=== block 1 ===
### Nets reached from selected ports, block 1

Scale bar: 50 µm.
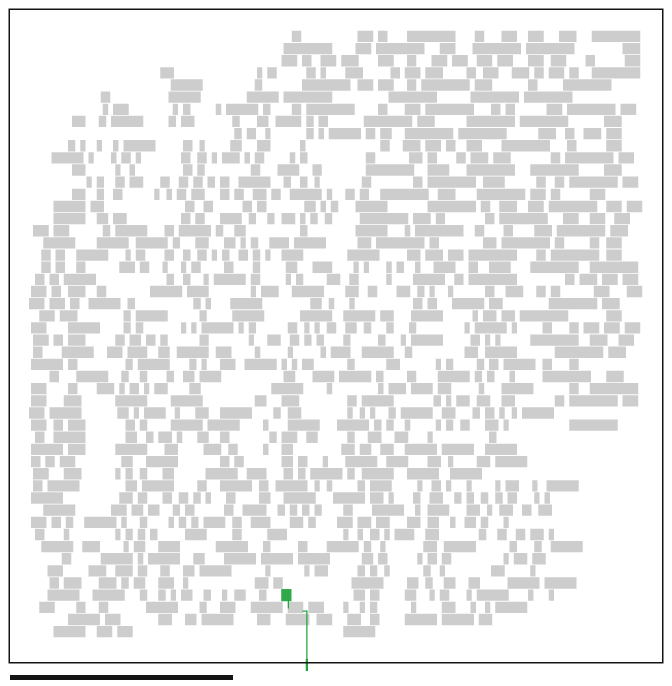

**src/rtl/display_pkg.sv**
```systemverilog
// Shared display types: 24-bit pixel, frame defaults, reader FSM states and FIFO entry.
package display_pkg;

    typedef logic [23:0] pixel_t;

    localparam int DEFAULT_FRAME_PIXELS = 10000;
    localparam int DEFAULT_FRAME_WIDTH  = 100;

    typedef enum logic [1:0] {
        IDLE   = 2'd0,
        STREAM = 2'd1,
        DONE   = 2'd2
    } state_t;

    typedef struct packed {
        logic   sof;
        logic   eol;
        pixel_t pix;
    } fifo_entry_t;

endpackage

```
**src/rtl/pix_skid_fifo.sv**
```systemverilog
// Two-entry FIFO of {sof, eol, pixel}; head is presented combinationally from storage.
module pix_skid_fifo
    import display_pkg::*;
(
    input  logic        clk,
    input  logic        reset,
    input  logic        push,
    input  fifo_entry_t push_data,
    input  logic        pop,
    output fifo_entry_t head,
    output logic [1:0]  count
);

    fifo_entry_t mem_reg [2];
    logic        wr_ptr_reg;
    logic        rd_ptr_reg;
    logic [1:0]  count_reg;

    genvar gi;
    generate
        for (gi = 0; gi < 2; gi++) begin : g_entry
            always_ff @(posedge clk) begin
                if (reset) begin
                    mem_reg[gi] <= '0;
                end else if (push && (wr_ptr_reg == 1'(gi))) begin
                    mem_reg[gi] <= push_data;
                end
            end
        end
    endgenerate

    always_ff @(posedge clk) begin
        if (reset) begin
            wr_ptr_reg <= 1'b0;
            rd_ptr_reg <= 1'b0;
            count_reg  <= 2'd0;
        end else begin
            if (push) begin
                wr_ptr_reg <= ~wr_ptr_reg;
            end
            if (pop) begin
                rd_ptr_reg <= ~rd_ptr_reg;
            end
            // Push and pop together leave occupancy unchanged.
            if (push && !pop) begin
                count_reg <= count_reg + 2'd1;
            end else if (pop && !push) begin
                count_reg <= count_reg - 2'd1;
            end
        end
    end

    assign head  = mem_reg[rd_ptr_reg];
    assign count = count_reg;

endmodule

```
**src/rtl/frame_buf_reader.sv**
```systemverilog
// Frame buffer scan-out: reads one frame and streams it as valid/ready pixels.
// Optional FRAME_READER_TEST_PATTERN_EN adds test_mode, which replaces buffer reads with a generated pattern.
module frame_buf_reader
    import display_pkg::*;
#(
    parameter int FRAME_PIXELS = DEFAULT_FRAME_PIXELS,
    parameter int FRAME_WIDTH  = DEFAULT_FRAME_WIDTH,
    parameter int ADDR_W       = 20
) (
    input  logic              clk,
    input  logic              reset,
`ifdef FRAME_READER_TEST_PATTERN_EN
    input  logic              test_mode,
`endif
    input  logic              buf_full,
    output logic              buf_empty,
    output logic              re,
    output logic [ADDR_W-1:0] addr,
    input  logic [7:0]        r_in,
    input  logic [7:0]        g_in,
    input  logic [7:0]        b_in,
    output logic              pix_valid,
    input  logic              pix_ready,
    output logic [23:0]       pix_data,
    output logic              sof,
    output logic              eol,
    output logic              busy
);

    localparam int CNT_W = ADDR_W + 1;
    localparam logic [CNT_W-1:0] NUM_PIX  = CNT_W'(FRAME_PIXELS);
    localparam logic [CNT_W-1:0] LAST_PIX = CNT_W'(FRAME_PIXELS - 1);
    localparam logic [CNT_W-1:0] LAST_COL = CNT_W'(FRAME_WIDTH - 1);

    state_t             state_reg;
    logic [CNT_W-1:0]   rd_cnt_reg;
    logic [CNT_W-1:0]   out_cnt_reg;
    logic [CNT_W-1:0]   cap_cnt_reg;
    logic [CNT_W-1:0]   col_cnt_reg;
    logic               inflight_reg;
    logic               buf_empty_reg;
    logic               armed_reg;
    logic [ADDR_W-1:0]  addr_reg;
    logic               use_pattern;

    logic               fire;
    logic               push;
    logic               pop;
    logic [1:0]         fifo_count;
    fifo_entry_t        push_data;
    fifo_entry_t        head;
    pixel_t             pattern_pix;

`ifdef FRAME_READER_TEST_PATTERN_EN
    logic test_mode_reg;

    always_ff @(posedge clk) begin
        if (reset) begin
            test_mode_reg <= 1'b0;
        end else if (state_reg == IDLE) begin
            test_mode_reg <= test_mode;
        end
    end

    assign use_pattern = test_mode_reg;
`else
    assign use_pattern = 1'b0;
`endif

    assign pix_valid = (fifo_count != 2'd0);
    assign pop       = pix_valid & pix_ready;

    // Slot reservation: stored entries plus the read in flight, less this cycle's pop, must leave room.
    assign fire = (state_reg == STREAM) && (rd_cnt_reg < NUM_PIX) &&
                  (({1'b0, fifo_count} + {2'b00, inflight_reg}) < (3'd2 + {2'b00, pop}));
    assign re   = fire & ~use_pattern;
    assign push = inflight_reg;

    assign addr = re ? rd_cnt_reg[ADDR_W-1:0] : addr_reg;

    assign pattern_pix   = {cap_cnt_reg[7:0], ~cap_cnt_reg[7:0], 8'h00};
    assign push_data.sof = (cap_cnt_reg == '0);
    assign push_data.eol = (col_cnt_reg == LAST_COL);
    assign push_data.pix = use_pattern ? pattern_pix : {r_in, g_in, b_in};

    always_ff @(posedge clk) begin
        if (reset) begin
            state_reg     <= IDLE;
            rd_cnt_reg    <= '0;
            out_cnt_reg   <= '0;
            cap_cnt_reg   <= '0;
            col_cnt_reg   <= '0;
            inflight_reg  <= 1'b0;
            buf_empty_reg <= 1'b1;
            armed_reg     <= 1'b1;
            addr_reg      <= '0;
        end else begin
            inflight_reg <= fire;
            addr_reg     <= addr;

            case (state_reg)
                IDLE: begin
                    if (buf_full && armed_reg) begin
                        state_reg     <= STREAM;
                        buf_empty_reg <= 1'b0;
                        rd_cnt_reg    <= '0;
                        out_cnt_reg   <= '0;
                        cap_cnt_reg   <= '0;
                        col_cnt_reg   <= '0;
                    end
                end
                STREAM: begin
                    if (fire) begin
                        rd_cnt_reg <= rd_cnt_reg + 1'b1;
                    end
                    if (push) begin
                        cap_cnt_reg <= cap_cnt_reg + 1'b1;
                        col_cnt_reg <= (col_cnt_reg == LAST_COL) ? '0 : col_cnt_reg + 1'b1;
                    end
                    if (pop) begin
                        out_cnt_reg <= out_cnt_reg + 1'b1;
                        if (out_cnt_reg == LAST_PIX) begin
                            state_reg <= DONE;
                        end
                    end
                end
                DONE: begin
                    buf_empty_reg <= 1'b1;
                    armed_reg     <= 1'b0;
                    state_reg     <= IDLE;
                end
                default: begin
                    state_reg <= IDLE;
                end
            endcase

            // A sampled low buf_full means the writer has taken the buffer back; allow the next frame.
            if (!buf_full) begin
                armed_reg <= 1'b1;
            end
        end
    end

    pix_skid_fifo u_fifo (
        .clk       (clk),
        .reset     (reset),
        .push      (push),
        .push_data (push_data),
        .pop       (pop),
        .head      (head),
        .count     (fifo_count)
    );

    assign pix_data  = head.pix;
    assign sof       = head.sof;
    assign eol       = head.eol;
    assign buf_empty = buf_empty_reg;
    assign busy      = (state_reg != IDLE);

endmodule

```
**config.mk**
```make
export PLATFORM = sky130hd
export DESIGN_NAME = frame_buf_reader
export DESIGN_NICKNAME = d
export VERILOG_FILES = /design/src/rtl/display_pkg.sv /design/src/rtl/pix_skid_fifo.sv /design/src/rtl/frame_buf_reader.sv
export SDC_FILE = /design/constraint.sdc
export NUM_CORES = 1
export LEC_CHECK = 0
export CELL_PAD_IN_SITES_DETAIL_PLACEMENT = 1
export CELL_PAD_IN_SITES_GLOBAL_PLACEMENT = 2
export CORE_MARGIN = 4
export CORE_UTILIZATION = 40
export CTS_BUF_LIST = sky130_fd_sc_hd__clkbuf_8
export DETAILED_ROUTE_END_ITERATION = 8
export PLACE_DENSITY = 0.84
export SYNTH_ARGS = -nofsm -noshare
export SYNTH_HDL_FRONTEND = slang
export SYNTH_SLANG_ARGS = --single-unit
```
**constraint.sdc**
```tcl
create_clock -name clk -period 5.19 [get_ports clk]
set_clock_uncertainty 0.1 [all_clocks]
set_input_delay 0.7785 -clock clk [delete_from_list [all_inputs] [get_ports clk]]
set_output_delay 0.7785 -clock clk [all_outputs]
set_load 0.05 [all_outputs]
```
=== block 2 ===
==> src/rtl/shift_seq.sv <==
// -----------------------------------------------------------------------------
// shift_seq
// Sequencing controller for a parallel-load/shift register. Words arrive over a
// valid/ready handshake. For each word the controller issues one load cycle
// (L), then exactly WIDTH shift cycles (Sh). The shift cycles can be paused
// with hold. It then pulses done for one cycle.
//
// Ports
//   clk       in   rising-edge clock shared with the shift register
//   rst_n     in   asynchronous active-low reset
//   in_valid  in   producer presents a word on in_data
//   in_ready  out  controller can accept a word this cycle (IDLE or DONE)
//   in_data   in   word to serialize
//   in_si     in   serial fill bit for this word, sampled with in_data
//   hold      in   pauses shifting while high (registered before use)
//   D         out  registered copy of the accepted word
//   L         out  load strobe
//   Sh        out  shift strobe
//   SI        out  registered copy of in_si
//   busy      out  high in LOAD and SHIFT
//   done      out  one-cycle pulse after the last shift
//   bit_cnt   out  shifts completed for the current word
// -----------------------------------------------------------------------------
module shift_seq #(
   parameter int WIDTH = 4,
   parameter int CNT_W = 3
) (
   input  logic             clk,
   input  logic             rst_n,
   input  logic             in_valid,
   output logic             in_ready,
   input  logic [WIDTH-1:0] in_data,
   input  logic             in_si,
   input  logic             hold,
   output logic [WIDTH-1:0] D,
   output logic             L,
   output logic             Sh,
   output logic             SI,
   output logic             busy,
   output logic             done,
   output logic [CNT_W-1:0] bit_cnt
);

   typedef enum logic [1:0] {
      S_IDLE  = 2'd0,
      S_LOAD  = 2'd1,
      S_SHIFT = 2'd2,
      S_DONE  = 2'd3
   } state_t;

   state_t           r_state;
   logic             r_hold;
   logic [WIDTH-1:0] r_d;
   logic             r_si;
   logic [CNT_W-1:0] r_cnt;

   logic w_xfer;
   logic w_shift;
   logic w_last;

   // Ready only outside LOAD/SHIFT, so a transfer can occur only in IDLE or DONE.
   assign in_ready = (r_state == S_IDLE) || (r_state == S_DONE);
   assign w_xfer   = in_valid && in_ready;
   // Shift strobe and counter advance share one term, so the count always
   // equals the number of Sh cycles, even when hold toggles near the end.
   assign w_shift  = (r_state == S_SHIFT) && !r_hold;
   assign w_last   = (r_cnt == CNT_W'(WIDTH - 1));

   always_ff @(posedge clk or negedge rst_n) begin
      if (!rst_n) begin
         r_state <= S_IDLE;
         r_hold  <= 1'b0;
         r_d     <= '0;
         r_si    <= 1'b0;
         r_cnt   <= '0;
      end else begin
         r_hold <= hold;
         if (w_xfer) begin
            r_d     <= in_data;
            r_si    <= in_si;
            r_cnt   <= '0;
            r_state <= S_LOAD;
         end else begin
            case (r_state)
               S_LOAD:  r_state <= S_SHIFT;
               S_SHIFT: begin
                  if (w_shift) begin
                     r_cnt <= r_cnt + CNT_W'(1);
                     if (w_last) r_state <= S_DONE;
                  end
               end
               S_DONE:  r_state <= S_IDLE;  // bit_cnt keeps WIDTH in IDLE
               default: r_state <= r_state;
            endcase
         end
      end
   end

   assign D       = r_d;
   assign SI      = r_si;
   assign bit_cnt = r_cnt;
   assign L       = (r_state == S_LOAD);
   assign Sh      = w_shift;
   assign busy    = (r_state == S_LOAD) || (r_state == S_SHIFT);
   assign done    = (r_state == S_DONE);

endmodule

==> config.mk <==
export PLATFORM = sky130hd
export DESIGN_NAME = shift_seq
export DESIGN_NICKNAME = d
export VERILOG_FILES = /design/src/rtl/shift_seq.sv
export SDC_FILE = /design/constraint.sdc
export NUM_CORES = 1
export LEC_CHECK = 0
export CAP_MARGIN = 20
export CELL_PAD_IN_SITES_DETAIL_PLACEMENT = 1
export CELL_PAD_IN_SITES_GLOBAL_PLACEMENT = 1
export CORE_UTILIZATION = 32
export DETAILED_ROUTE_END_ITERATION = 10
export PLACE_DENSITY = 0.82
export SYNTH_ARGS = -nofsm -noshare
export SYNTH_HDL_FRONTEND = slang
export SYNTH_SLANG_ARGS = --single-unit
==> constraint.sdc <==
create_clock -name clk -period 2 [get_ports clk]
set_clock_uncertainty 0.05 [all_clocks]
set_input_delay 0.4 -clock clk [delete_from_list [all_inputs] [get_ports clk]]
set_output_delay 0.4 -clock clk [all_outputs]
set_load 0.01 [all_outputs]
### Routed metal per tile, block 2

9 x 9 tiles, from dark blue (low) to red (high), scaled to the fullest tile. Values are wire area over tile area, all layers added.
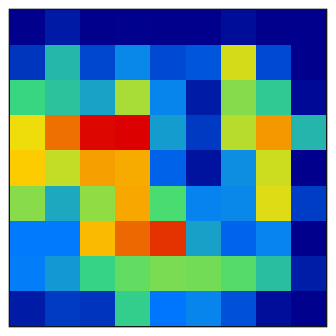
- nearly empty tiles: 15%
- mean over tiles: 0.10
- fullest tile: 0.29

==> changes_impl.md, block 2 <==
## Implementation

- TritonCTS clock tree: yes
- Slew Limit Headroom: 0.6721
- Netlist cell types: 16
- Fraction of the mapped netlist area in simple logic gates: 0.07843
- Launching element type of the critical path: flip-flop
- PD cells: 1626 mW/mm²
- Total via count in the routed design: 434
- Die footprint: 0.001968 mm²
- Internal power: 889.4 µW
- Antenna violations before repair: 0
- Logic pwr share: 0.619
- Worst path max stage delay: 0.48 ns
- Clock-cell share: 0.03035
- Top cells by count: sky130_fd_sc_hd__dfrtp_1, sky130_fd_sc_hd__ha_1, sky130_fd_sc_hd__inv_1, sky130_fd_sc_hd__mux2_4, sky130_fd_sc_hd__a21oi_1
- Total buffers and inverters traversed by the critical path: 2
- Leakage power: 0.4331 nW
- Top cells, area: sky130_fd_sc_hd__dfrtp_1, sky130_fd_sc_hd__ha_1, sky130_fd_sc_hd__mux2_4
- Detail-routed net length per standard cell: 13.21 µm
- Run status: complete, no violations
[block 2: final timing paths]
path | from | endpoint | slack, ns | depth (start not counted)
min reg2reg | D[3] | D[3] | 0.47 | 1
min | rst_n | bit_cnt[0] | 0.41 | 1
max reg2reg | r_state[0] | D[3] | 0.48 | 5
max in group asynchronous | rst_n | r_state[0] | 1.15 | 1
min in group clk | D[3] | D[3] | 0.47 | 1
max | r_state[0] | done | 0.06 | 3
[block 2: routing by layer]
metal	global-route usage	wire [µm]
met4	0.07273	17
met3	0.03673	67
met2	0.2618	633
met1	0.2098	577
met5	0	0
### Placement by cell class, block 1

Fill, decap, tap and diode cells in grey.
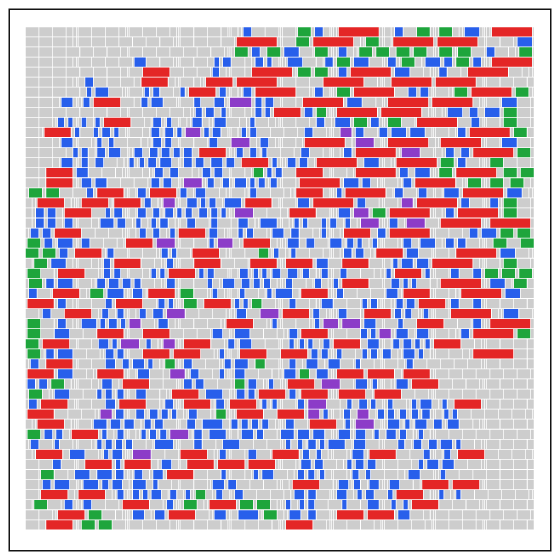
- other buffers and delay cells: green (cells 87)
- flip-flops: red (cells 166)
- all other logic: blue (cells 571)
- clock drivers and dummy loads: purple (cells 32)

Notes on 'Nets reached from selected ports' of block 1 above:
- pix_valid: green (direction output; edge bottom; end cells 1; buffers 1; wire 14.0 µm)

==> changes_impl.md, block 1 <==
## Implementation

- Area occupied by registers: 0.003844 mm²
- OpenROAD warning count: 27
- Share of final-layout standard cells stronger than drive strength 1: 0.1040
- Run status: complete, no violations
- Worst ir drop on vdd: 188.2 µV
- Timing-limited maximum frequency: 216.8 MHz
- Number of clock buffers in the layout: 17
- Highest layer used for signal routing: met4
- CTS Buf Count: 17
- Count of warnings emitted by yosys: 0
- Setup repair after global routing missed its margin: no
- Pre-CTS worst setup slack: 0.7564 ns
- Multi-input gate share of the layout cell area: 0.3930
- Standard cell with the maximum stage delay on the critical path: sky130_fd_sc_hd__clkdlybuf4s50_1
- Via count of the first global-routing pass: 6387
- Number of standard cells after synthesis: 784
- Die footprint: 0.02131 mm²
- Fraction of the mapped netlist area in simple logic gates: 0.2753
- Antenna violations before repair: 0
- Filler-free cell count of the finished design: 1090
- Total Routing Usage GR: 0.1809
- Final Cycle Share: 0.8889
- Busiest layer in global routing: met2
- Top cells by count: sky130_fd_sc_hd__dfxtp_1, sky130_fd_sc_hd__and2_1, sky130_fd_sc_hd__nand2_1, sky130_fd_sc_hd__nor2_1, sky130_fd_sc_hd__edfxtp_1
- Total of fill cells in the finished design: 2091
- Synth area leader: sky130_fd_sc_hd__dfxtp_1
- Final cell area excluding filler cells: 0.008946 mm²
- Count of boundary I/O pins: 78
- Fin Hold WS: 0.3841 ns
==> block 1: worst paths after layout <==
kind                            cells past startpoint              to  slack, ns          from
worst max-delay path                                7        addr[12]       0.58  inflight_reg
worst min-delay path                                1    addr_reg[17]       0.38  addr_reg[17]
worst max register to register                      7  rd_cnt_reg[10]       2.17  inflight_reg
worst min register to register                      1    addr_reg[17]       0.38  addr_reg[17]
==> block 1: power groups by stage <==
stage	sequential, mW	clock [mW]	combinational, mW
detailed placement	1.51	0	0.891
CTS	1.48	0.944	0.895
finish	1.48	0.915	0.885
global placement	1.50	0	0.878
floorplan	1.47	0	0.648
global route	1.49	0.995	0.939

==> gallery <==
Floorplan with the power grid.
picture 1
Scale bar: 10 µm. Pins as bars on the die edge. Tap cells in grey.
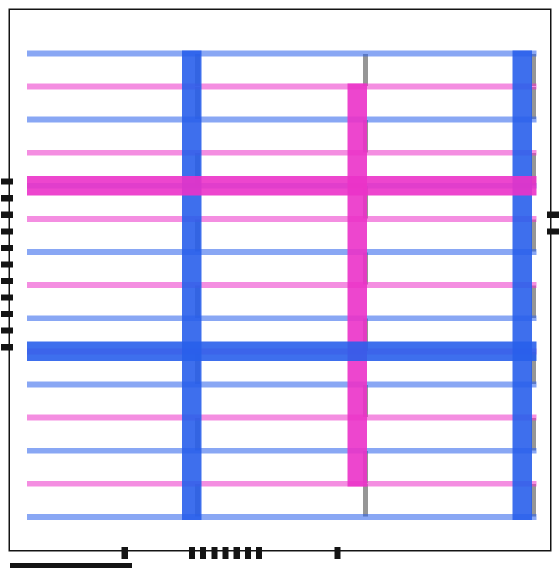
picture 2
Scale bar: 50 µm. Pins as bars on the die edge. Tap cells in grey.
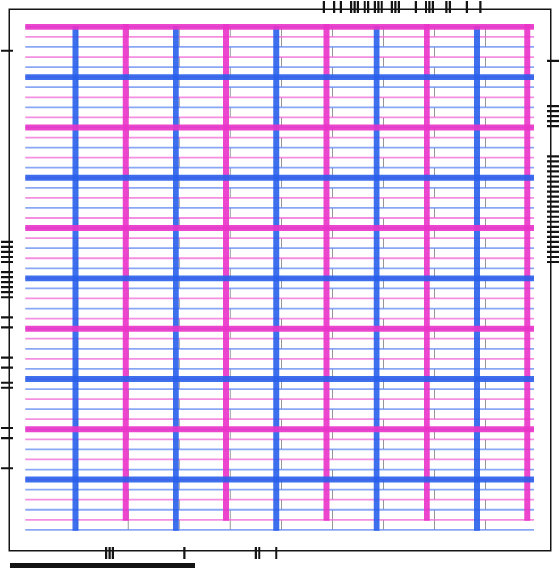
Block 1 is picture 2.
Block 2 is picture 1.
Of these, most pins: picture 2


Power and IR drop assume default switching activity.
